# vector_lane_engine

Figure 1. Floorplan with the power grid (vector_lane_engine).
Bar = 100 um. Pins as bars on the die edge. Tap cells in grey.
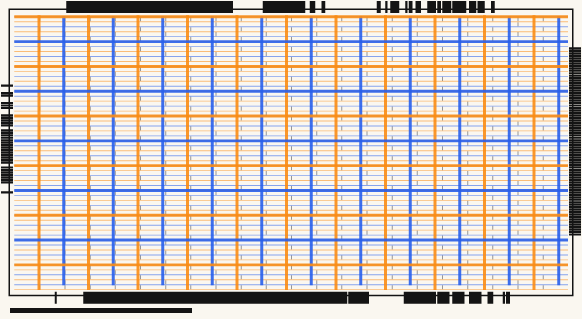

## src/rtl/vector_lane_engine.sv

```systemverilog
// rtl/vector_lane_engine.sv - multi-lane vector ALU engine, LANES elements per beat
module vector_lane_engine #(
  parameter int L     = 8,
  parameter int V     = 20,
  parameter int LANES = 4
) (
  input  logic           CLK,
  input  logic           RST,
  input  logic           start_i,
  input  logic           flush_i,
  input  logic           mode_i,
  input  logic [1:0]     alu_ctrl_i,
  input  logic [V*L-1:0] vec_a_i,
  input  logic [V*L-1:0] vec_b_i,
  input  logic [L-1:0]   scalar_i,
  output logic           busy_o,
  output logic           done_o,
  output logic [V*L-1:0] result_o,
  output logic           zero_o
);

  localparam int NBEATS = (V + LANES - 1) / LANES;
  localparam int BW     = (NBEATS > 1) ? $clog2(NBEATS) : 1;

  typedef enum logic [1:0] {
    S_IDLE = 2'd0,
    S_RUN  = 2'd1,
    S_DONE = 2'd2
  } state_t;

  state_t         state_q, state_d;
  logic [BW-1:0]  beat_q, beat_d;
  logic [V*L-1:0] a_q, a_d;
  logic [V*L-1:0] b_q, b_d;
  logic [L-1:0]   scalar_q, scalar_d;
  logic           mode_q, mode_d;
  logic [1:0]     ctrl_q, ctrl_d;
  logic [V*L-1:0] result_q, result_d;
  logic           zero_q, zero_d;
  logic           last_beat;

  assign last_beat = (beat_q == BW'(NBEATS - 1));

  function automatic logic [L-1:0] alu(input logic [1:0] ctrl,
                                       input logic [L-1:0] x,
                                       input logic [L-1:0] y);
    logic [L-1:0] r;
    case (ctrl)
      2'b00:   r = x + y;
      2'b01:   r = x - y;
      2'b10:   r = x & y;
      default: r = x | y;
    endcase
    return r;
  endfunction

  // State register; reset overrides everything.
  always_ff @(posedge CLK) begin
    if (!RST) state_q <= S_IDLE;
    else      state_q <= state_d;
  end

  // Next state: flush wins over progress; DONE always lasts one cycle.
  always_comb begin
    state_d = state_q;
    case (state_q)
      S_IDLE:  if (start_i) state_d = S_RUN;
      S_RUN: begin
        if (flush_i)        state_d = S_IDLE;
        else if (last_beat) state_d = S_DONE;
      end
      S_DONE:  state_d = S_IDLE;
      default: state_d = S_IDLE;
    endcase
  end

  // Status outputs decoded from the state.
  always_comb begin
    busy_o = (state_q != S_IDLE);
    done_o = (state_q == S_DONE);
  end

  // Datapath next-state: operand capture on accept, lane writes per beat.
  always_comb begin
    int idx;
    logic [L-1:0] op_a;
    logic [L-1:0] op_b;
    beat_d   = beat_q;
    a_d      = a_q;
    b_d      = b_q;
    scalar_d = scalar_q;
    mode_d   = mode_q;
    ctrl_d   = ctrl_q;
    result_d = result_q;
    zero_d   = 1'b0;
    idx      = 0;
    op_a     = '0;
    op_b     = '0;
    if (state_q == S_IDLE && start_i) begin
      a_d      = vec_a_i;
      b_d      = vec_b_i;
      scalar_d = scalar_i;
      mode_d   = mode_i;
      ctrl_d   = alu_ctrl_i;
      beat_d   = '0;
    end else if (state_q == S_RUN && !flush_i) begin
      for (int k = 0; k < LANES; k++) begin
        idx = int'(beat_q) * LANES + k;
        // Lanes past the end of the vector on a partial last beat stay idle.
        if (idx < V) begin
          op_a = a_q[idx*L +: L];
          op_b = mode_q ? scalar_q : b_q[idx*L +: L];
          result_d[idx*L +: L] = alu(ctrl_q, op_a, op_b);
        end
      end
      beat_d = beat_q + 1'b1;
      if (last_beat) zero_d = (result_d == '0);
    end
  end

  // Datapath registers.
  always_ff @(posedge CLK) begin
    if (!RST) begin
      beat_q   <= '0;
      a_q      <= '0;
      b_q      <= '0;
      scalar_q <= '0;
      mode_q   <= 1'b0;
      ctrl_q   <= 2'b00;
      result_q <= '0;
      zero_q   <= 1'b0;
    end else begin
      beat_q   <= beat_d;
      a_q      <= a_d;
      b_q      <= b_d;
      scalar_q <= scalar_d;
      mode_q   <= mode_d;
      ctrl_q   <= ctrl_d;
      result_q <= result_d;
      zero_q   <= zero_d;
    end
  end

  assign result_o = result_q;
  assign zero_o   = zero_q;

endmodule

```

## config.mk

```make
export PLATFORM = sky130hd
export DESIGN_NAME = vector_lane_engine
export DESIGN_NICKNAME = d
export VERILOG_FILES = /design/src/rtl/vector_lane_engine.sv
export SDC_FILE = /design/constraint.sdc
export NUM_CORES = 1
export LEC_CHECK = 0
export CORE_ASPECT_RATIO = 0.5
export CORE_MARGIN = 2
export CORE_UTILIZATION = 54
export CTS_BUF_LIST = sky130_fd_sc_hd__clkbuf_8
export DETAILED_ROUTE_END_ITERATION = 7
export HOLD_SLACK_MARGIN = 0.05
export PLACE_DENSITY = 0.85
export SLEW_MARGIN = 20
export SYNTH_ARGS = -nofsm -noshare
export SYNTH_HDL_FRONTEND = slang
export SYNTH_SLANG_ARGS = --single-unit
```

## constraint.sdc

```tcl
create_clock -name CLK -period 8.2 [get_ports CLK]
set_input_delay 0.82 -clock CLK [delete_from_list [all_inputs] [get_ports CLK]]
set_output_delay 0.82 -clock CLK [all_outputs]
set_load 0.01 [all_outputs]
```

# instr_loader

[src/rtl/mips_dbg_pkg.sv]
// Shared definitions for the mips debug/loader path:
// UART command bytes and the loader FSM states.
package mips_dbg_pkg;

  localparam logic [7:0] CMD_LOAD = 8'h4C;
  localparam logic [7:0] CMD_RUN  = 8'h52;
  localparam logic [7:0] CMD_HALT = 8'h48;
  localparam logic [7:0] CMD_STEP = 8'h53;

  typedef enum logic [2:0] {
    S_IDLE,
    S_LOAD_CNT,
    S_LOAD_DATA,
    S_RUN,
    S_STEP
  } ld_state_e;

endpackage

[src/rtl/word_packer.sv]
// MSB-first byte-to-word packer; done_o flags the byte
// that completes a word, with word_o valid in that cycle.
module word_packer #(
  parameter int SIZE = 32
) (
  input  logic            clk,
  input  logic            rst,
  input  logic            clr,
  input  logic            en,
  input  logic [7:0]      byte_i,
  output logic [SIZE-1:0] word_o,
  output logic            done_o
);

  localparam int NB = SIZE / 8;
  localparam int BW = (NB > 1) ? $clog2(NB) : 1;

  if (NB > 1) begin : g_multi
    localparam logic [BW-1:0] LAST = BW'(NB - 1);

    logic [SIZE-9:0] sh_q, sh_d;
    logic [BW-1:0]   cnt_q, cnt_d;

    assign word_o = {sh_q, byte_i};
    assign done_o = en && (cnt_q == LAST);

    always_comb begin
      sh_d  = sh_q;
      cnt_d = cnt_q;
      if (clr) begin
        cnt_d = '0;
      end else if (en) begin
        sh_d  = (SIZE-8)'({sh_q, byte_i});
        cnt_d = (cnt_q == LAST) ? '0 : cnt_q + 1'b1;
      end
    end

    always_ff @(posedge clk) begin
      if (rst) begin
        sh_q  <= '0;
        cnt_q <= '0;
      end else begin
        sh_q  <= sh_d;
        cnt_q <= cnt_d;
      end
    end
  end else begin : g_single
    assign word_o = byte_i;
    assign done_o = en;
  end

endmodule

[src/rtl/instr_loader.sv]
// UART-driven program loader and run/halt/step
// controller feeding the mips core's imem, stall and reset.
module instr_loader
  import mips_dbg_pkg::*;
#(
  parameter int SIZE   = 32,
  parameter int ADDR_W = 8
) (
  input  logic              clk,
  input  logic              rst,
  input  logic [7:0]        i_rx_data,
  input  logic              i_rx_valid,
  output logic              o_imem_we,
  output logic [ADDR_W-1:0] o_imem_addr,
  output logic [SIZE-1:0]   o_imem_data,
  output logic              o_stall,
  output logic              o_cpu_rst,
  output logic              o_loaded
);

  localparam logic [ADDR_W-1:0] A_ONE = ADDR_W'(1);

  ld_state_e         state_q, state_d;
  logic [ADDR_W-1:0] wc_q, wc_d;
  logic [ADDR_W-1:0] n_q, n_d;
  logic              we_q, we_d;
  logic [ADDR_W-1:0] addr_q, addr_d;
  logic [SIZE-1:0]   data_q, data_d;
  logic              stall_q, stall_d;
  logic              crst_q, crst_d;
  logic              loaded_q, loaded_d;

  logic            pk_en, pk_clr, pk_done;
  logic [SIZE-1:0] pk_word;
  logic            is_load, is_run, is_halt, is_step;

  assign pk_en   = i_rx_valid && (state_q == S_LOAD_DATA);
  assign pk_clr  = i_rx_valid && (state_q == S_LOAD_CNT);
  assign is_load = i_rx_valid && (i_rx_data == CMD_LOAD);
  assign is_run  = i_rx_valid && (i_rx_data == CMD_RUN);
  assign is_halt = i_rx_valid && (i_rx_data == CMD_HALT);
  assign is_step = i_rx_valid && (i_rx_data == CMD_STEP);

  word_packer #(.SIZE(SIZE)) u_pack (
    .clk    (clk),
    .rst    (rst),
    .clr    (pk_clr),
    .en     (pk_en),
    .byte_i (i_rx_data),
    .word_o (pk_word),
    .done_o (pk_done)
  );

  always_comb begin
    state_d  = state_q;
    wc_d     = wc_q;
    n_d      = n_q;
    we_d     = 1'b0;
    addr_d   = addr_q;
    data_d   = data_q;
    crst_d   = crst_q;
    loaded_d = loaded_q;
    unique case (state_q)
      S_IDLE: begin
        unique case (1'b1)
          is_load: begin
            state_d  = S_LOAD_CNT;
            crst_d   = 1'b1;
            loaded_d = 1'b0;
          end
          is_run: begin
            state_d = S_RUN;
            crst_d  = 1'b0;
          end
          is_step: begin
            state_d = S_STEP;
            crst_d  = 1'b0;
          end
          default: ;
        endcase
      end
      S_LOAD_CNT: begin
        if (i_rx_valid) begin
          n_d     = ADDR_W'(i_rx_data);
          wc_d    = '0;
          state_d = S_LOAD_DATA;
        end
      end
      S_LOAD_DATA: begin
        if (pk_done) begin
          we_d   = 1'b1;
          addr_d = wc_q;
          data_d = pk_word;
          wc_d   = wc_q + A_ONE;
          // n_q == 0 lands on all-ones: a full 2^ADDR_W load
          if (wc_q == n_q - A_ONE) begin
            loaded_d = 1'b1;
            state_d  = S_IDLE;
          end
        end
      end
      S_RUN: begin
        unique case (1'b1)
          is_halt: state_d = S_IDLE;
          is_load: begin
            state_d  = S_LOAD_CNT;
            crst_d   = 1'b1;
            loaded_d = 1'b0;
          end
          default: ;
        endcase
      end
      S_STEP:  state_d = S_IDLE;
      default: state_d = S_IDLE;
    endcase
    stall_d = !((state_d == S_RUN) || (state_d == S_STEP));
  end

  always_ff @(posedge clk) begin
    if (rst) begin
      state_q  <= S_IDLE;
      wc_q     <= '0;
      n_q      <= '0;
      we_q     <= 1'b0;
      addr_q   <= '0;
      data_q   <= '0;
      stall_q  <= 1'b1;
      crst_q   <= 1'b1;
      loaded_q <= 1'b0;
    end else begin
      state_q  <= state_d;
      wc_q     <= wc_d;
      n_q      <= n_d;
      we_q     <= we_d;
      addr_q   <= addr_d;
      data_q   <= data_d;
      stall_q  <= stall_d;
      crst_q   <= crst_d;
      loaded_q <= loaded_d;
    end
  end

  assign o_imem_we   = we_q;
  assign o_imem_addr = addr_q;
  assign o_imem_data = data_q;
  assign o_stall     = stall_q;
  assign o_cpu_rst   = crst_q;
  assign o_loaded    = loaded_q;

endmodule

[config.mk]
export PLATFORM = sky130hd
export DESIGN_NAME = instr_loader
export DESIGN_NICKNAME = d
export VERILOG_FILES = /design/src/rtl/mips_dbg_pkg.sv /design/src/rtl/word_packer.sv /design/src/rtl/instr_loader.sv
export SDC_FILE = /design/constraint.sdc
export NUM_CORES = 1
export LEC_CHECK = 0
export CAP_MARGIN = 15
export CORE_ASPECT_RATIO = 0.7
export CORE_MARGIN = 5
export CORE_UTILIZATION = 35
export CTS_CLUSTER_SIZE = 40
export DETAILED_ROUTE_END_ITERATION = 12
export PLACE_DENSITY = 0.66
export RECOVER_POWER = 50
export SLEW_MARGIN = 30
export SYNTH_ARGS = -nofsm -noshare
export SYNTH_HDL_FRONTEND = slang
export SYNTH_SLANG_ARGS = --single-unit
[constraint.sdc]
create_clock -name clk -period 2.4 [get_ports clk]
set_input_delay 0.72 -clock clk [delete_from_list [all_inputs] [get_ports clk]]
set_output_delay 0.72 -clock clk [all_outputs]
set_load 0.02 [all_outputs]
# image_stream_ctrl_flat

[src/rtl/image_stream_ctrl_pkg.sv]
// -----------------------------------------------------------------------------
// vt512_img_pkg
// Shared definitions for the VT512 image stream controller: frame state
// encoding, Wishbone register map, CTRL bit positions, STATUS field offsets
// and the frame word-count helper.
// -----------------------------------------------------------------------------
package vt512_img_pkg;

   typedef enum logic [1:0] {
      IMG_IDLE   = 2'd0,
      IMG_STREAM = 2'd1,
      IMG_DRAIN  = 2'd2,
      IMG_DONE   = 2'd3
   } img_state_t;

   localparam logic [1:0] ADDR_CTRL   = 2'd0;
   localparam logic [1:0] ADDR_DATA   = 2'd1;
   localparam logic [1:0] ADDR_STATUS = 2'd2;
   localparam logic [1:0] ADDR_RSVD   = 2'd3;

   localparam int ABORT_BIT  = 31;
   localparam int ERRCLR_BIT = 30;

   localparam int STAT_ERR_BIT   = 31;
   localparam int STAT_FULL_BIT  = 30;
   localparam int STAT_EMPTY_BIT = 29;
   localparam int STAT_STATE_LSB = 27;
   localparam int STAT_WORDS_LSB = 0;

   // Words per frame: ceil(side*side/4). The 19-bit product covers 512*512;
   // the quotient is the upper 17 bits, rounded up if any pixel spills over.
   function automatic logic [16:0] calc_total_words(input logic [9:0] side);
      logic [18:0] pixels;
      pixels = {9'd0, side} * {9'd0, side};
      return pixels[18:2] + {16'd0, |pixels[1:0]};
   endfunction

endpackage

[src/rtl/image_stream_ctrl_if.sv]
// -----------------------------------------------------------------------------
// image_stream_ctrl_if
// Bundles the Wishbone slave bus and the outbound pixel stream.
//   slave  : controller view (receives Wishbone, sources the pixel stream)
//   master : host/CNN view (drives Wishbone, sinks the pixel stream)
// -----------------------------------------------------------------------------
interface image_stream_ctrl_if #(
   parameter int DATA_WIDTH = 32
);
   logic                  wbs_cyc_i;
   logic                  wbs_stb_i;
   logic                  wbs_we_i;
   logic [1:0]            wbs_adr_i;
   logic [DATA_WIDTH-1:0] wbs_dat_i;
   logic                  wbs_ack_o;
   logic [DATA_WIDTH-1:0] wbs_dat_o;
   logic [DATA_WIDTH-1:0] pix_data_o;
   logic                  pix_valid_o;
   logic                  pix_ready_i;
   logic                  pix_last_o;

   modport slave (
      input  wbs_cyc_i, wbs_stb_i, wbs_we_i, wbs_adr_i, wbs_dat_i, pix_ready_i,
      output wbs_ack_o, wbs_dat_o, pix_data_o, pix_valid_o, pix_last_o
   );

   modport master (
      output wbs_cyc_i, wbs_stb_i, wbs_we_i, wbs_adr_i, wbs_dat_i, pix_ready_i,
      input  wbs_ack_o, wbs_dat_o, pix_data_o, pix_valid_o, pix_last_o
   );
endinterface

[src/rtl/image_stream_ctrl_fifo.sv]
// -----------------------------------------------------------------------------
// img_sync_fifo
// Single-clock show-ahead FIFO: dout always presents the oldest entry.
//   clk, rst_n   : clock, async active-low reset
//   flush        : empties the FIFO on the next edge (wins over push/pop)
//   push, din    : write port (ignored when full)
//   pop, dout    : read port (ignored when empty)
//   full, empty  : occupancy flags
// -----------------------------------------------------------------------------
module img_sync_fifo #(
   parameter int WIDTH = 32,
   parameter int DEPTH = 8
) (
   input  logic             clk,
   input  logic             rst_n,
   input  logic             flush,
   input  logic             push,
   input  logic [WIDTH-1:0] din,
   input  logic             pop,
   output logic [WIDTH-1:0] dout,
   output logic             full,
   output logic             empty
);
   localparam int AW = $clog2(DEPTH);

   logic [WIDTH-1:0] mem_q [DEPTH];
   logic [AW:0]      wr_ptr_q, wr_ptr_d;
   logic [AW:0]      rd_ptr_q, rd_ptr_d;
   logic             do_push, do_pop;

   // Pointers carry one extra wrap bit so full and empty are distinguishable.
   assign empty   = (wr_ptr_q == rd_ptr_q);
   assign full    = (wr_ptr_q[AW] != rd_ptr_q[AW]) &&
                    (wr_ptr_q[AW-1:0] == rd_ptr_q[AW-1:0]);
   assign do_push = push && !full;
   assign do_pop  = pop && !empty;
   assign dout    = mem_q[rd_ptr_q[AW-1:0]];

   always_comb begin
      wr_ptr_d = wr_ptr_q;
      rd_ptr_d = rd_ptr_q;
      if (flush) begin
         wr_ptr_d = '0;
         rd_ptr_d = '0;
      end else begin
         if (do_push) wr_ptr_d = wr_ptr_q + 1'b1;
         if (do_pop)  rd_ptr_d = rd_ptr_q + 1'b1;
      end
   end

   always_ff @(posedge clk or negedge rst_n) begin
      if (!rst_n) begin
         wr_ptr_q <= '0;
         rd_ptr_q <= '0;
      end else begin
         wr_ptr_q <= wr_ptr_d;
         rd_ptr_q <= rd_ptr_d;
      end
   end

   // Storage needs no reset; the consumer masks dout while the FIFO is empty.
   always_ff @(posedge clk) begin
      if (do_push && !flush) mem_q[wr_ptr_q[AW-1:0]] <= din;
   end
endmodule

[src/rtl/image_stream_ctrl.sv]
// -----------------------------------------------------------------------------
// image_stream_ctrl
// Wishbone frame controller for the VT512 image path. Firmware writes a frame
// size to CTRL, streams packed pixel words to DATA, and the words leave on a
// valid/ready stream with end-of-frame marking. STATUS reports progress.
//   wb_clk_i, wb_rst_ni : clock, async active-low reset
//   bus (slave)         : Wishbone slave + outbound pixel stream
//   frame_size_o        : latched side length of the active frame
//   frame_done_o        : one-cycle pulse after the last word handshakes
//   err_o               : sticky error flag
// -----------------------------------------------------------------------------
module image_stream_ctrl
   import vt512_img_pkg::*;
#(
   parameter int DATA_WIDTH          = 32,
   parameter int MAX_IMAGE_SIZE      = 512,
   parameter int MAX_IMAGE_SIZE_LOG2 = 9,
   parameter int FIFO_DEPTH          = 8
) (
   input  logic                         wb_clk_i,
   input  logic                         wb_rst_ni,
   image_stream_ctrl_if.slave           bus,
   output logic [MAX_IMAGE_SIZE_LOG2:0] frame_size_o,
   output logic                         frame_done_o,
   output logic                         err_o
);
   localparam int SW = MAX_IMAGE_SIZE_LOG2 + 1;
   localparam logic [SW-1:0] MAX_SIDE = SW'(MAX_IMAGE_SIZE);

   localparam logic [1:0] S_IDLE   = IMG_IDLE;
   localparam logic [1:0] S_STREAM = IMG_STREAM;
   localparam logic [1:0] S_DRAIN  = IMG_DRAIN;
   localparam logic [1:0] S_DONE   = IMG_DONE;

   logic [1:0]            state_q, state_d;
   logic                  ack_q, ack_d;
   logic [DATA_WIDTH-1:0] rdat_q, rdat_d;
   logic [SW-1:0]         size_q, size_d;
   logic [16:0]           total_q, total_d;
   logic [16:0]           words_in_q, words_in_d;
   logic [16:0]           words_out_q, words_out_d;
   logic                  err_q, err_d;

   logic                  fifo_full, fifo_empty, fifo_valid;
   logic [DATA_WIDTH-1:0] fifo_dout;
   logic                  req, data_wr, stall, accept, ctrl_wr, abort;
   logic                  push, pop, last_word, size_ok, clear_only;
   logic [SW-1:0]         new_size;
   logic [31:0]           status_word;

   // Request decode. A DATA write into a full FIFO is held off (no ack) until
   // a pop frees a slot, so a push never meets a full FIFO.
   assign req        = bus.wbs_cyc_i && bus.wbs_stb_i && !ack_q;
   assign data_wr    = req && bus.wbs_we_i && (bus.wbs_adr_i == ADDR_DATA);
   assign stall      = data_wr && (state_q == S_STREAM) && fifo_full;
   assign accept     = req && !stall;
   assign ctrl_wr    = accept && bus.wbs_we_i && (bus.wbs_adr_i == ADDR_CTRL);
   assign abort      = ctrl_wr && bus.wbs_dat_i[ABORT_BIT];
   assign push       = accept && data_wr && (state_q == S_STREAM);
   assign new_size   = bus.wbs_dat_i[SW-1:0];
   assign size_ok    = (new_size != '0) && (new_size <= MAX_SIDE);
   // An error-clear with a zero size field is a pure clear, not a start.
   assign clear_only = bus.wbs_dat_i[ERRCLR_BIT] && (new_size == '0);

   // Abort beats a concurrent handshake: the word is neither popped nor counted.
   assign fifo_valid = !fifo_empty;
   assign pop        = fifo_valid && bus.pix_ready_i && !abort;
   assign last_word  = fifo_valid && ((state_q == S_STREAM) || (state_q == S_DRAIN)) &&
                       (words_out_q == total_q - 17'd1);

   assign status_word = {err_q, fifo_full, fifo_empty, state_q, 10'b0, words_in_q};

   img_sync_fifo #(
      .WIDTH (DATA_WIDTH),
      .DEPTH (FIFO_DEPTH)
   ) u_fifo (
      .clk   (wb_clk_i),
      .rst_n (wb_rst_ni),
      .flush (abort),
      .push  (push),
      .din   (bus.wbs_dat_i),
      .pop   (pop),
      .dout  (fifo_dout),
      .full  (fifo_full),
      .empty (fifo_empty)
   );

   // Frame sequencing. CTRL effects are applied last so an abort overrides
   // any transition caused by a handshake on the same edge.
   always_comb begin
      state_d     = state_q;
      size_d      = size_q;
      total_d     = total_q;
      words_in_d  = words_in_q;
      words_out_d = words_out_q;
      err_d       = err_q;
      ack_d       = accept;
      rdat_d      = '0;

      if (accept && !bus.wbs_we_i && (bus.wbs_adr_i == ADDR_STATUS))
         rdat_d = DATA_WIDTH'(status_word);

      if (state_q == S_DONE) state_d = S_IDLE;

      if (pop) begin
         words_out_d = words_out_q + 17'd1;
         if (last_word) state_d = S_DONE;
      end

      if (push) begin
         words_in_d = words_in_q + 17'd1;
         if (words_in_q + 17'd1 == total_q) state_d = S_DRAIN;
      end else if (accept && data_wr) begin
         err_d = 1'b1;
      end

      if (ctrl_wr) begin
         if (bus.wbs_dat_i[ERRCLR_BIT]) err_d = 1'b0;
         if (abort) begin
            state_d = S_IDLE;
         end else if (!clear_only) begin
            if ((state_q == S_IDLE) && size_ok) begin
               size_d      = new_size;
               total_d     = calc_total_words(new_size);
               words_in_d  = '0;
               words_out_d = '0;
               state_d     = S_STREAM;
            end else begin
               err_d = 1'b1;
            end
         end
      end
   end

   always_ff @(posedge wb_clk_i or negedge wb_rst_ni) begin
      if (!wb_rst_ni) begin
         state_q     <= S_IDLE;
         ack_q       <= 1'b0;
         rdat_q      <= '0;
         size_q      <= '0;
         total_q     <= '0;
         words_in_q  <= '0;
         words_out_q <= '0;
         err_q       <= 1'b0;
      end else begin
         state_q     <= state_d;
         ack_q       <= ack_d;
         rdat_q      <= rdat_d;
         size_q      <= size_d;
         total_q     <= total_d;
         words_in_q  <= words_in_d;
         words_out_q <= words_out_d;
         err_q       <= err_d;
      end
   end

   assign bus.wbs_ack_o   = ack_q;
   assign bus.wbs_dat_o   = rdat_q;
   assign bus.pix_valid_o = fifo_valid;
   assign bus.pix_data_o  = fifo_valid ? fifo_dout : '0;
   assign bus.pix_last_o  = last_word;
   assign frame_size_o    = size_q;
   assign frame_done_o    = (state_q == S_DONE);
   assign err_o           = err_q;
endmodule

[src/flat_wrapper.sv]
// flat-port wrapper written by rule: the top's interface ports become plain ports
module image_stream_ctrl_flat import vt512_img_pkg::*;
#(
   parameter int DATA_WIDTH          = 32,
   parameter int MAX_IMAGE_SIZE      = 512,
   parameter int MAX_IMAGE_SIZE_LOG2 = 9,
   parameter int FIFO_DEPTH          = 8
)
  (wb_clk_i, wb_rst_ni, frame_size_o, frame_done_o, err_o, bus_wbs_cyc_i, bus_wbs_stb_i, bus_wbs_we_i, bus_wbs_adr_i, bus_wbs_dat_i, bus_pix_ready_i, bus_wbs_ack_o, bus_wbs_dat_o, bus_pix_data_o, bus_pix_valid_o, bus_pix_last_o);
  image_stream_ctrl_if #(.DATA_WIDTH(DATA_WIDTH)) bus_i ();
  input  logic wb_clk_i;
  input  logic wb_rst_ni;
  output logic [MAX_IMAGE_SIZE_LOG2:0] frame_size_o;
  output logic frame_done_o;
  output logic err_o;
  input wire logic [$bits(bus_i.wbs_cyc_i)-1:0] bus_wbs_cyc_i;
  input wire logic [$bits(bus_i.wbs_stb_i)-1:0] bus_wbs_stb_i;
  input wire logic [$bits(bus_i.wbs_we_i)-1:0] bus_wbs_we_i;
  input wire logic [$bits(bus_i.wbs_adr_i)-1:0] bus_wbs_adr_i;
  input wire logic [$bits(bus_i.wbs_dat_i)-1:0] bus_wbs_dat_i;
  input wire logic [$bits(bus_i.pix_ready_i)-1:0] bus_pix_ready_i;
  output wire logic [$bits(bus_i.wbs_ack_o)-1:0] bus_wbs_ack_o;
  output wire logic [$bits(bus_i.wbs_dat_o)-1:0] bus_wbs_dat_o;
  output wire logic [$bits(bus_i.pix_data_o)-1:0] bus_pix_data_o;
  output wire logic [$bits(bus_i.pix_valid_o)-1:0] bus_pix_valid_o;
  output wire logic [$bits(bus_i.pix_last_o)-1:0] bus_pix_last_o;
  assign bus_i.wbs_cyc_i = bus_wbs_cyc_i;
  assign bus_i.wbs_stb_i = bus_wbs_stb_i;
  assign bus_i.wbs_we_i = bus_wbs_we_i;
  assign bus_i.wbs_adr_i = bus_wbs_adr_i;
  assign bus_i.wbs_dat_i = bus_wbs_dat_i;
  assign bus_i.pix_ready_i = bus_pix_ready_i;
  assign bus_wbs_ack_o = bus_i.wbs_ack_o;
  assign bus_wbs_dat_o = bus_i.wbs_dat_o;
  assign bus_pix_data_o = bus_i.pix_data_o;
  assign bus_pix_valid_o = bus_i.pix_valid_o;
  assign bus_pix_last_o = bus_i.pix_last_o;
  image_stream_ctrl #(.DATA_WIDTH(DATA_WIDTH), .MAX_IMAGE_SIZE(MAX_IMAGE_SIZE), .MAX_IMAGE_SIZE_LOG2(MAX_IMAGE_SIZE_LOG2), .FIFO_DEPTH(FIFO_DEPTH)) u_core (.wb_clk_i(wb_clk_i), .wb_rst_ni(wb_rst_ni), .bus(bus_i), .frame_size_o(frame_size_o), .frame_done_o(frame_done_o), .err_o(err_o));
endmodule
[config.mk]
export PLATFORM = sky130hd
export DESIGN_NAME = image_stream_ctrl_flat
export DESIGN_NICKNAME = d
export VERILOG_FILES = /design/src/rtl/image_stream_ctrl_pkg.sv /design/src/rtl/image_stream_ctrl_if.sv /design/src/rtl/image_stream_ctrl_fifo.sv /design/src/rtl/image_stream_ctrl.sv /design/src/flat_wrapper.sv
export SDC_FILE = /design/constraint.sdc
export NUM_CORES = 1
export LEC_CHECK = 0
export CAP_MARGIN = 15
export CORE_AREA = 2 2 197 199
export DETAILED_ROUTE_END_ITERATION = 16
export DIE_AREA = 0 0 199 201
export PLACE_DENSITY = 0.77
export SYNTH_ARGS = -nofsm -noshare
export SYNTH_HDL_FRONTEND = slang
export SYNTH_HIERARCHICAL = 1
export SYNTH_SLANG_ARGS = --single-unit
export TNS_END_PERCENT = 50
[constraint.sdc]
create_clock -name wb_clk_i -period 5.25 [get_ports wb_clk_i]
set_input_delay 1.575 -clock wb_clk_i [delete_from_list [all_inputs] [get_ports wb_clk_i]]
set_output_delay 1.575 -clock wb_clk_i [all_outputs]
set_load 0.01 [all_outputs]
# pe_comp_sched

--- src/rtl/pe_comp_sched.sv ---
// pe_comp_sched: per-PE computation scheduler for the address-computation stage.
// Each accepted input activation is expanded into a train of one-per-cycle
// compute ops: W ops (full-rank) or V ops (low-rank). In low-rank layers the
// V phase for the last activation is followed by a U sweep over all
// (output, rank) pairs. A start pulse begins a layer; done pulses once at the end.
//
// Ports:
//   clk, rst                 clock, synchronous active-high reset
//   start, lr_mode, layer_idx_in, out_act_no, rank_no_in   layer config (sampled on start)
//   in_valid/in_ready, in_idx, in_value, in_last           activation input handshake
//   stall                    downstream back-pressure
//   comp_en, layer_idx, in_act_idx, in_act_value, out_act_addr, rank_no   issued op (registered)
//   busy, done               layer status
module pe_comp_sched #(
  parameter int ADDR_W   = 16,
  parameter int ACT_NO_W = 6,
  parameter int RANK_W   = 6,
  parameter int DATA_W   = 16,
  parameter int LAYER_W  = 3
) (
  input  logic                clk,
  input  logic                rst,
  input  logic                start,
  input  logic                lr_mode,
  input  logic [LAYER_W-1:0]  layer_idx_in,
  input  logic [ACT_NO_W-1:0] out_act_no,
  input  logic [RANK_W-1:0]   rank_no_in,
  input  logic                in_valid,
  output logic                in_ready,
  input  logic [ADDR_W-1:0]   in_idx,
  input  logic [DATA_W-1:0]   in_value,
  input  logic                in_last,
  input  logic                stall,
  output logic [1:0]          comp_en,
  output logic [LAYER_W-1:0]  layer_idx,
  output logic [ADDR_W-1:0]   in_act_idx,
  output logic [DATA_W-1:0]   in_act_value,
  output logic [ACT_NO_W-1:0] out_act_addr,
  output logic [RANK_W-1:0]   rank_no,
  output logic                busy,
  output logic                done
);

  localparam logic [1:0] COMP_EN_IDLE = 2'd0;
  localparam logic [1:0] COMP_EN_W    = 2'd1;
  localparam logic [1:0] COMP_EN_U    = 2'd2;
  localparam logic [1:0] COMP_EN_V    = 2'd3;

  typedef enum logic [2:0] {
    S_IDLE, S_WAIT_ACT, S_ISSUE_W, S_ISSUE_V, S_ISSUE_U, S_FINISH
  } state_t;

  state_t              state, state_n;
  logic [ACT_NO_W-1:0] o_cnt, o_n;     // output-row counter (W rows, U outer loop)
  logic [RANK_W-1:0]   r_cnt, r_n;     // rank counter (V rows, U inner loop)
  logic                lr_q, lr_n;
  logic [ACT_NO_W-1:0] ono_q, ono_n;
  logic [ADDR_W-1:0]   idx_q, idx_n;
  logic [DATA_W-1:0]   val_q, val_n;
  logic                last_q, last_n;

  logic [1:0]          comp_en_n;
  logic [LAYER_W-1:0]  layer_idx_n;
  logic [ADDR_W-1:0]   in_act_idx_n;
  logic [DATA_W-1:0]   in_act_value_n;
  logic [ACT_NO_W-1:0] out_act_addr_n;
  logic [RANK_W-1:0]   rank_no_n;
  logic                busy_n;

  // State that follows the end of a V/W loop (or an empty loop).
  function automatic state_t post_loop(input logic last, input logic lr,
                                       input logic [ACT_NO_W-1:0] ono,
                                       input logic [RANK_W-1:0] rank);
    if (!last)                        return S_WAIT_ACT;
    else if (!lr)                     return S_FINISH;
    else if (ono == '0 || rank == '0) return S_FINISH;
    else                              return S_ISSUE_U;
  endfunction

  // Only the state register drives in_ready; stall gates it combinationally so
  // an activation is never accepted in a frozen cycle.
  assign in_ready = (state == S_WAIT_ACT) && !stall;

  always_comb begin
    state_n        = state;
    o_n            = o_cnt;
    r_n            = r_cnt;
    lr_n           = lr_q;
    ono_n          = ono_q;
    idx_n          = idx_q;
    val_n          = val_q;
    last_n         = last_q;
    comp_en_n      = COMP_EN_IDLE;
    layer_idx_n    = layer_idx;
    in_act_idx_n   = in_act_idx;
    in_act_value_n = in_act_value;
    out_act_addr_n = out_act_addr;
    rank_no_n      = rank_no;
    busy_n         = busy;
    case (state)
      S_IDLE: begin
        if (start) begin
          lr_n        = lr_mode;
          layer_idx_n = layer_idx_in;
          ono_n       = out_act_no;
          rank_no_n   = rank_no_in;
          busy_n      = 1'b1;
          state_n     = S_WAIT_ACT;
        end
      end
      S_WAIT_ACT: begin
        if (in_valid && in_ready) begin
          idx_n  = in_idx;
          val_n  = in_value;
          last_n = in_last;
          o_n    = '0;
          r_n    = '0;
          if (lr_q) state_n = (rank_no == '0) ? post_loop(in_last, lr_q, ono_q, rank_no) : S_ISSUE_V;
          else      state_n = (ono_q == '0)   ? post_loop(in_last, lr_q, ono_q, rank_no) : S_ISSUE_W;
        end
      end
      S_ISSUE_W: begin
        if (!stall) begin
          comp_en_n      = COMP_EN_W;
          out_act_addr_n = o_cnt;
          in_act_idx_n   = idx_q;
          in_act_value_n = val_q;
          if (o_cnt == ono_q - ACT_NO_W'(1)) begin
            o_n     = '0;
            r_n     = '0;
            state_n = post_loop(last_q, lr_q, ono_q, rank_no);
          end else begin
            o_n = o_cnt + ACT_NO_W'(1);
          end
        end
      end
      S_ISSUE_V: begin
        if (!stall) begin
          comp_en_n      = COMP_EN_V;
          out_act_addr_n = ACT_NO_W'(r_cnt);
          in_act_idx_n   = idx_q;
          in_act_value_n = val_q;
          if (r_cnt == rank_no - RANK_W'(1)) begin
            o_n     = '0;
            r_n     = '0;
            state_n = post_loop(last_q, lr_q, ono_q, rank_no);
          end else begin
            r_n = r_cnt + RANK_W'(1);
          end
        end
      end
      S_ISSUE_U: begin
        if (!stall) begin
          comp_en_n      = COMP_EN_U;
          out_act_addr_n = o_cnt;
          in_act_idx_n   = ADDR_W'(r_cnt);
          in_act_value_n = '0;
          if (r_cnt == rank_no - RANK_W'(1)) begin
            r_n = '0;
            if (o_cnt == ono_q - ACT_NO_W'(1)) begin
              o_n     = '0;
              state_n = S_FINISH;
            end else begin
              o_n = o_cnt + ACT_NO_W'(1);
            end
          end else begin
            r_n = r_cnt + RANK_W'(1);
          end
        end
      end
      S_FINISH: begin
        busy_n  = 1'b0;
        state_n = S_IDLE;
      end
      default: state_n = S_IDLE;
    endcase
  end

  always_ff @(posedge clk) begin
    if (rst) begin
      state        <= S_IDLE;
      o_cnt        <= '0;
      r_cnt        <= '0;
      lr_q         <= 1'b0;
      ono_q        <= '0;
      idx_q        <= '0;
      val_q        <= '0;
      last_q       <= 1'b0;
      comp_en      <= COMP_EN_IDLE;
      layer_idx    <= '0;
      in_act_idx   <= '0;
      in_act_value <= '0;
      out_act_addr <= '0;
      rank_no      <= '0;
      busy         <= 1'b0;
      done         <= 1'b0;
    end else begin
      state        <= state_n;
      o_cnt        <= o_n;
      r_cnt        <= r_n;
      lr_q         <= lr_n;
      ono_q        <= ono_n;
      idx_q        <= idx_n;
      val_q        <= val_n;
      last_q       <= last_n;
      comp_en      <= comp_en_n;
      layer_idx    <= layer_idx_n;
      in_act_idx   <= in_act_idx_n;
      in_act_value <= in_act_value_n;
      out_act_addr <= out_act_addr_n;
      rank_no      <= rank_no_n;
      busy         <= busy_n;
      done         <= (state == S_FINISH);
    end
  end

endmodule

--- config.mk ---
export PLATFORM = sky130hd
export DESIGN_NAME = pe_comp_sched
export DESIGN_NICKNAME = d
export VERILOG_FILES = /design/src/rtl/pe_comp_sched.sv
export SDC_FILE = /design/constraint.sdc
export NUM_CORES = 1
export LEC_CHECK = 0
export CORE_MARGIN = 2
export CORE_UTILIZATION = 45
export DETAILED_ROUTE_END_ITERATION = 8
export PLACE_DENSITY = 0.76
export SYNTH_ARGS = -nofsm -noshare
export SYNTH_HDL_FRONTEND = slang
export SYNTH_SLANG_ARGS = --single-unit
--- constraint.sdc ---
create_clock -name clk -period 2.9 [get_ports clk]
set_clock_uncertainty 0.05 [all_clocks]
set_input_delay 0.725 -clock clk [delete_from_list [all_inputs] [get_ports clk]]
set_output_delay 0.725 -clock clk [all_outputs]
set_load 0.01 [all_outputs]

==> notes/layouts.md <==
Pictures saved along the way, in no particular order.

M4 wires.
Cells faint in the background.
panel A
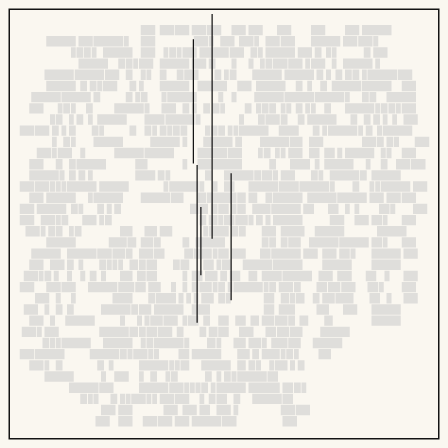
panel B
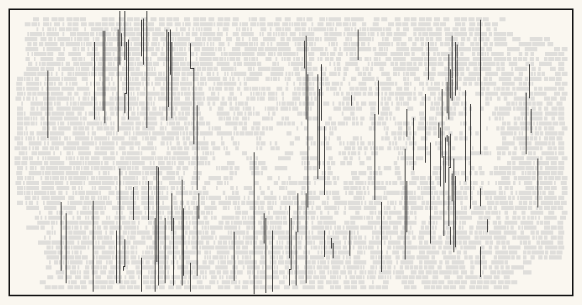
panel C
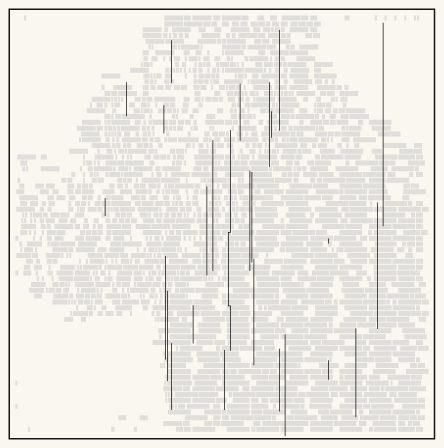
For image_stream_ctrl_flat, see panel C.
For pe_comp_sched, see panel A.
For vector_lane_engine, see panel B.

Key to panel C:
nets with wire on the layer = 21
share of all routed wire = 2.3%
longest straight run = 95.2 um
main direction = vertical

Figure 2. Floorplan with the power grid (instr_loader).
Bar = 50 um. Pins as bars on the die edge. Tap cells in grey.
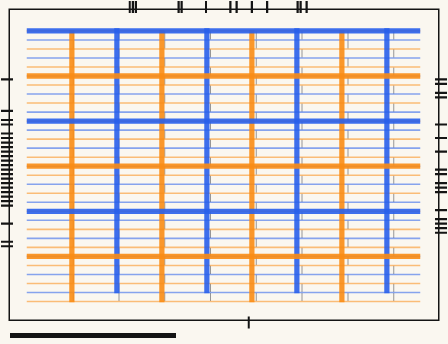
orange -> VSS
blue -> VDD
met4 straps = 8
met1 rails = 31
met5 straps = 6
rows = 30
signal pins = 55

Figure 3. Metal layers overlaid (instr_loader).
Only two layers are drawn.
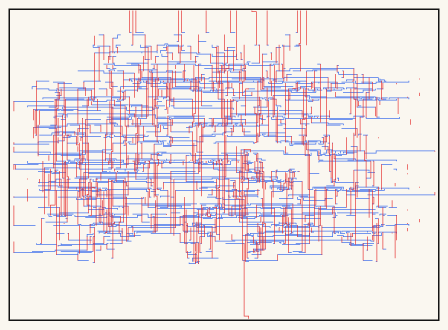
blue -> M1  # wire length 4390 um
red -> M2  # wire length 3480 um

==> flow_metrics.tcl, instr_loader <==
# yosys + openroad results
set metrics [dict create \
    drt_iter0_drc 222 \
    combPwrFrac_pct 2.5 \
    grt_most_used_layer "met1" \
    drive_above_1_share_pct 7.74 \
    area_growth_pct 30.3 \
    power_frac_seq_pct 49.7 \
    layout.area.comb_um2 1570 \
    die_area_um2 12000 \
    synth_seq_share_pct 51.3 \
    worstSkewPairLatency_ns 0.34 \
    std_cell_rows 30 \
    r2r_cells 5 \
    num-clock-buffers 12 \
    power_density_nw_per_um2 657 \
    yosysTopAreaCell "dfxtp_1" \
    htreeDepth 3 \
    skew_ns 0.00656 \
    nonClockInverterCount 2 \
    outcome "completed" \
    p_switching_mw 0.601 \
    hold_path_class "reg2reg" \
    diodes 0 \
    grt_max_degree 66 \
    final_cell_mix "nand2_1 (154), dfxtp_1 (89), a21oi_1 (78)" \
    instances_no_fill 619 \
    slew_viol_final 0 \
    xor_area_share_pct 3.78 \
    synth.net_count 447 \
]
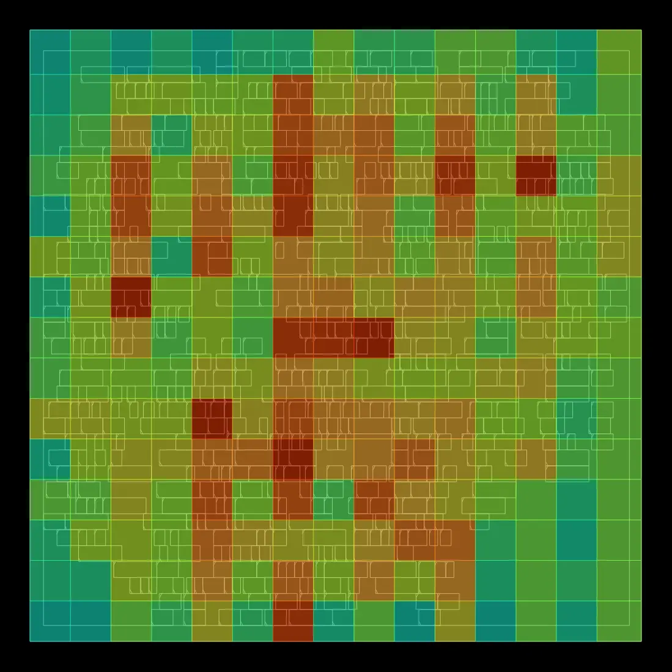
Figure 4: pe_comp_sched, routing congestion.
met1 usage: 28.6%
global-route usage over all layers: 21.1%

==> flow_metrics.tcl, pe_comp_sched <==
# yosys + openroad results
set metrics [dict create \
    outcome "completed" \
    crit_family "simple AND/OR/NAND/NOR gates" \
    cts_tree "built" \
    rr_startpoint "ono_q[1]$_SDFFE_PP0P_" \
    dr_wl_met2_mm 5.61 \
    portBuffers 105 \
    synthMuxAreaShare_pct 3.10 \
    worstSkewPairLatency_ns 0.36 \
    r2r_cells 8 \
    worstMarginPinSlew_ns 0.550 \
    die_area_um2 10900 \
    path_depth 8 \
    min_path_cells 2 \
    area_growth_pct 30.3 \
    via_count 4263 \
    wl_per_cell_um 14.6 \
    drive_above_1_share_pct 6.35 \
    warnings 26 \
    power_mw 3.57 \
    cts-resized-gates 0 \
    avgSynthCellArea_um2 7.92 \
    r2r-end "r_cnt[1]$_SDFFE_PP0P_" \
    layout.area.comb_um2 2220 \
    clock_area_share_pct 3.15 \
]
Figure 5. Layout detail (image_stream_ctrl_flat).
Region (137, 38) to (162, 63) um. Cells in grey, sequential cells in the stronger grey; small squares are vias.
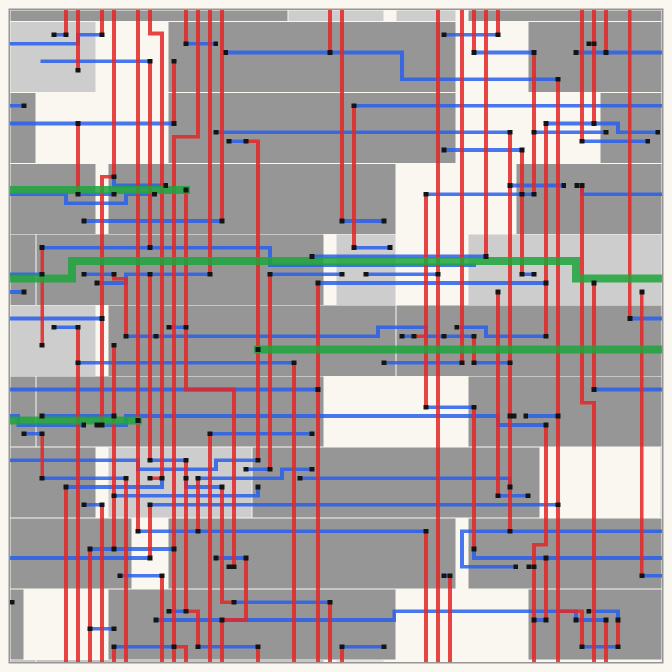
green -> M3
red -> M2
blue -> M1
netlist names of flops here include = u_core/u_fifo/mem_q (13)
most frequent = edfxtp_1 (13)
cells with their middle in the window = 16
sequential cells in the window = 13

Figure 6. Metal layers overlaid (image_stream_ctrl_flat).
Only two layers are drawn.
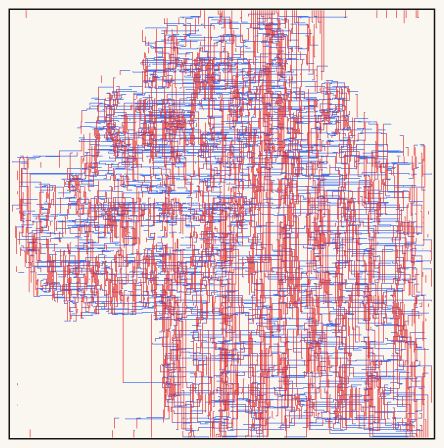
blue -> M1  # wire length 17100 um
red -> M2  # wire length 21.6 mm

==> flow_metrics.tcl, image_stream_ctrl_flat <==
# yosys + openroad results
set metrics [dict create \
    synth-main-ff-cell "edfxtp_1" \
    fin_tns_setup_ns -1.76 \
    grt_most_used_layer "met2" \
    nonClkBufAreaFrac_pct 9.18 \
    crit_slowest_cell "fa_2" \
    maxPowerGroup "combinational logic" \
    setup_viol 9 \
    switching_share_pct 33.5 \
    crit_family "adder cells" \
    rr_startpoint "u_core/u_fifo/wr_ptr_q[0]$_DFFE_PN0P_" \
    synthMuxAreaShare_pct 11.2 \
    whs_endpoint "u_core/frame_size_o[8]$_DFFE_PN0P_" \
    synthTopCellsByArea "edfxtp_1 (41%), dfrtp_1 (13%), mux4_2 (7.0%), fa_1 (5.0%), ha_1 (3.8%)" \
    failed_checks "setup timing" \
    cts_tree "built" \
    fin_crit_ns 5.57 \
    dr_wl_met2_mm 21.6 \
    grt_pass1_wl_mm 66.6 \
    fin_ws_ns -0.319 \
    cp_cell_sequence "buf_6 -> buf_6 -> buf_6 -> and2_4 -> fa_2 -> fa_1 -> ha_4 -> fa_1 -> inv_1 -> fa_1 -> inv_2 -> ha_4 -> and4_4 -> a2111oi_4 -> o31ai_2 -> a21o_1 -> a21oi_2 -> nor3_2 -> o31ai_1" \
    fin_crit_sh_pct 106 \
    outcome "finished, violations left" \
]
Figure 7. Routing congestion (vector_lane_engine).
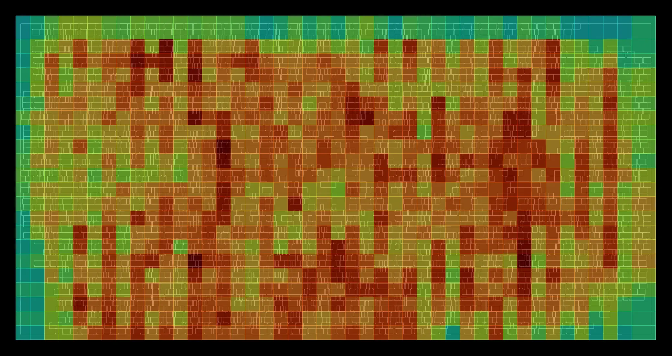
fin util: 70.0%
met2 usage: 59.1%
grt met3 use: 8.45%

## Picture notes: Figure 1
blue -> VDD
orange -> VSS
met1 rails = 56
tap cells = 598
met4 straps = 22
met5 straps = 11
rows = 55

==> flow_metrics.tcl, vector_lane_engine <==
# yosys + openroad results
set metrics [dict create \
    met3_length_mm 8.77 \
    warnings 48 \
    via_count 24600 \
    worstSetupEndpointType "flop" \
    antenna_found_initial 5 \
    whs_ns 0.462 \
    xor_area_share_pct 1.35 \
    top_layer "met4" \
    skew_ns 0.0357 \
    worstPathArrival_ns 6.92 \
    coreArea_um2 45400 \
    synth_cells 3005 \
    final_area_um2 31800 \
    hold_path_class "reg2reg" \
    combPwrFrac_pct 26.6 \
    ys.warnings.count 0 \
    crit_end "zero_o$_SDFF_PP0_" \
    crit_fanout 43 \
    die_area_um2 48100 \
    outcome "completed" \
    die_w_um 308 \
    r2r_cells 19 \
    min_path_cells 2 \
    layout.area.comb_um2 14100 \
    setup_viol 0 \
    fin_ws_ns 1.90 \
    drc 0 \
]


==> gallery <==
Layout detail.
image #1
Region (66, 14) to (91, 39) um. Cells in grey, sequential cells in the stronger grey; small squares are vias.
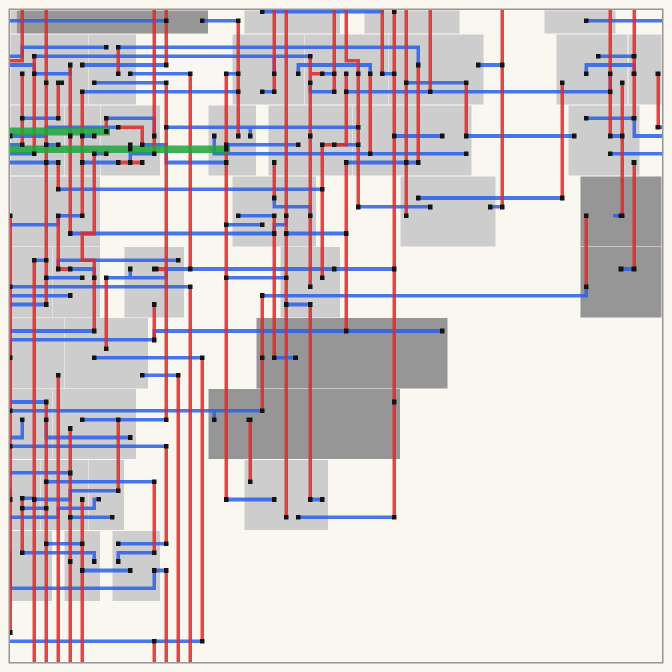
image #2
Region (219, 27) to (244, 52) um. Cells in grey, sequential cells in the stronger grey; small squares are vias.
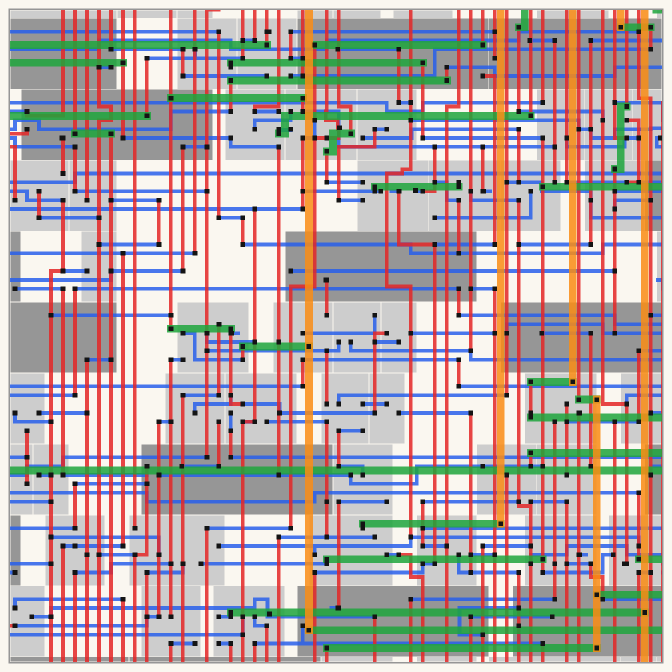
image #3
Region (84, 11) to (109, 36) um. Cells in grey, sequential cells in the stronger grey; small squares are vias.
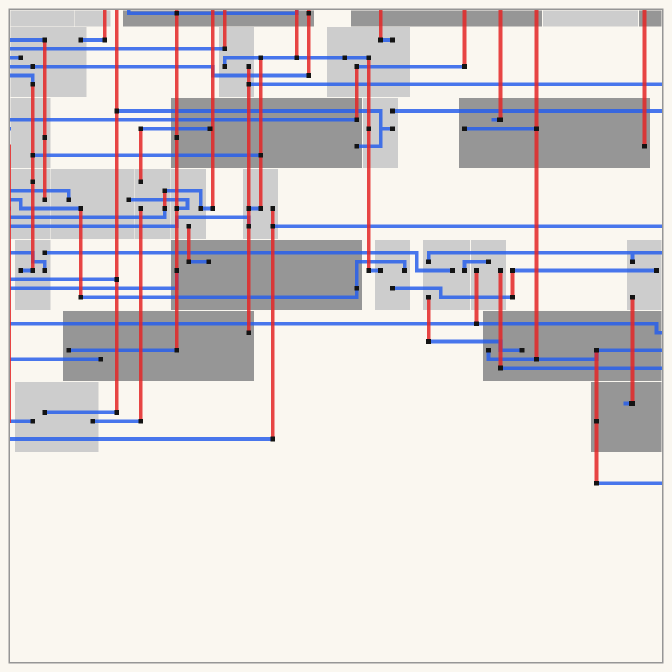
| picture | from |
|---|---|
| image #1 | pe_comp_sched |
| image #2 | vector_lane_engine |
| image #3 | instr_loader |

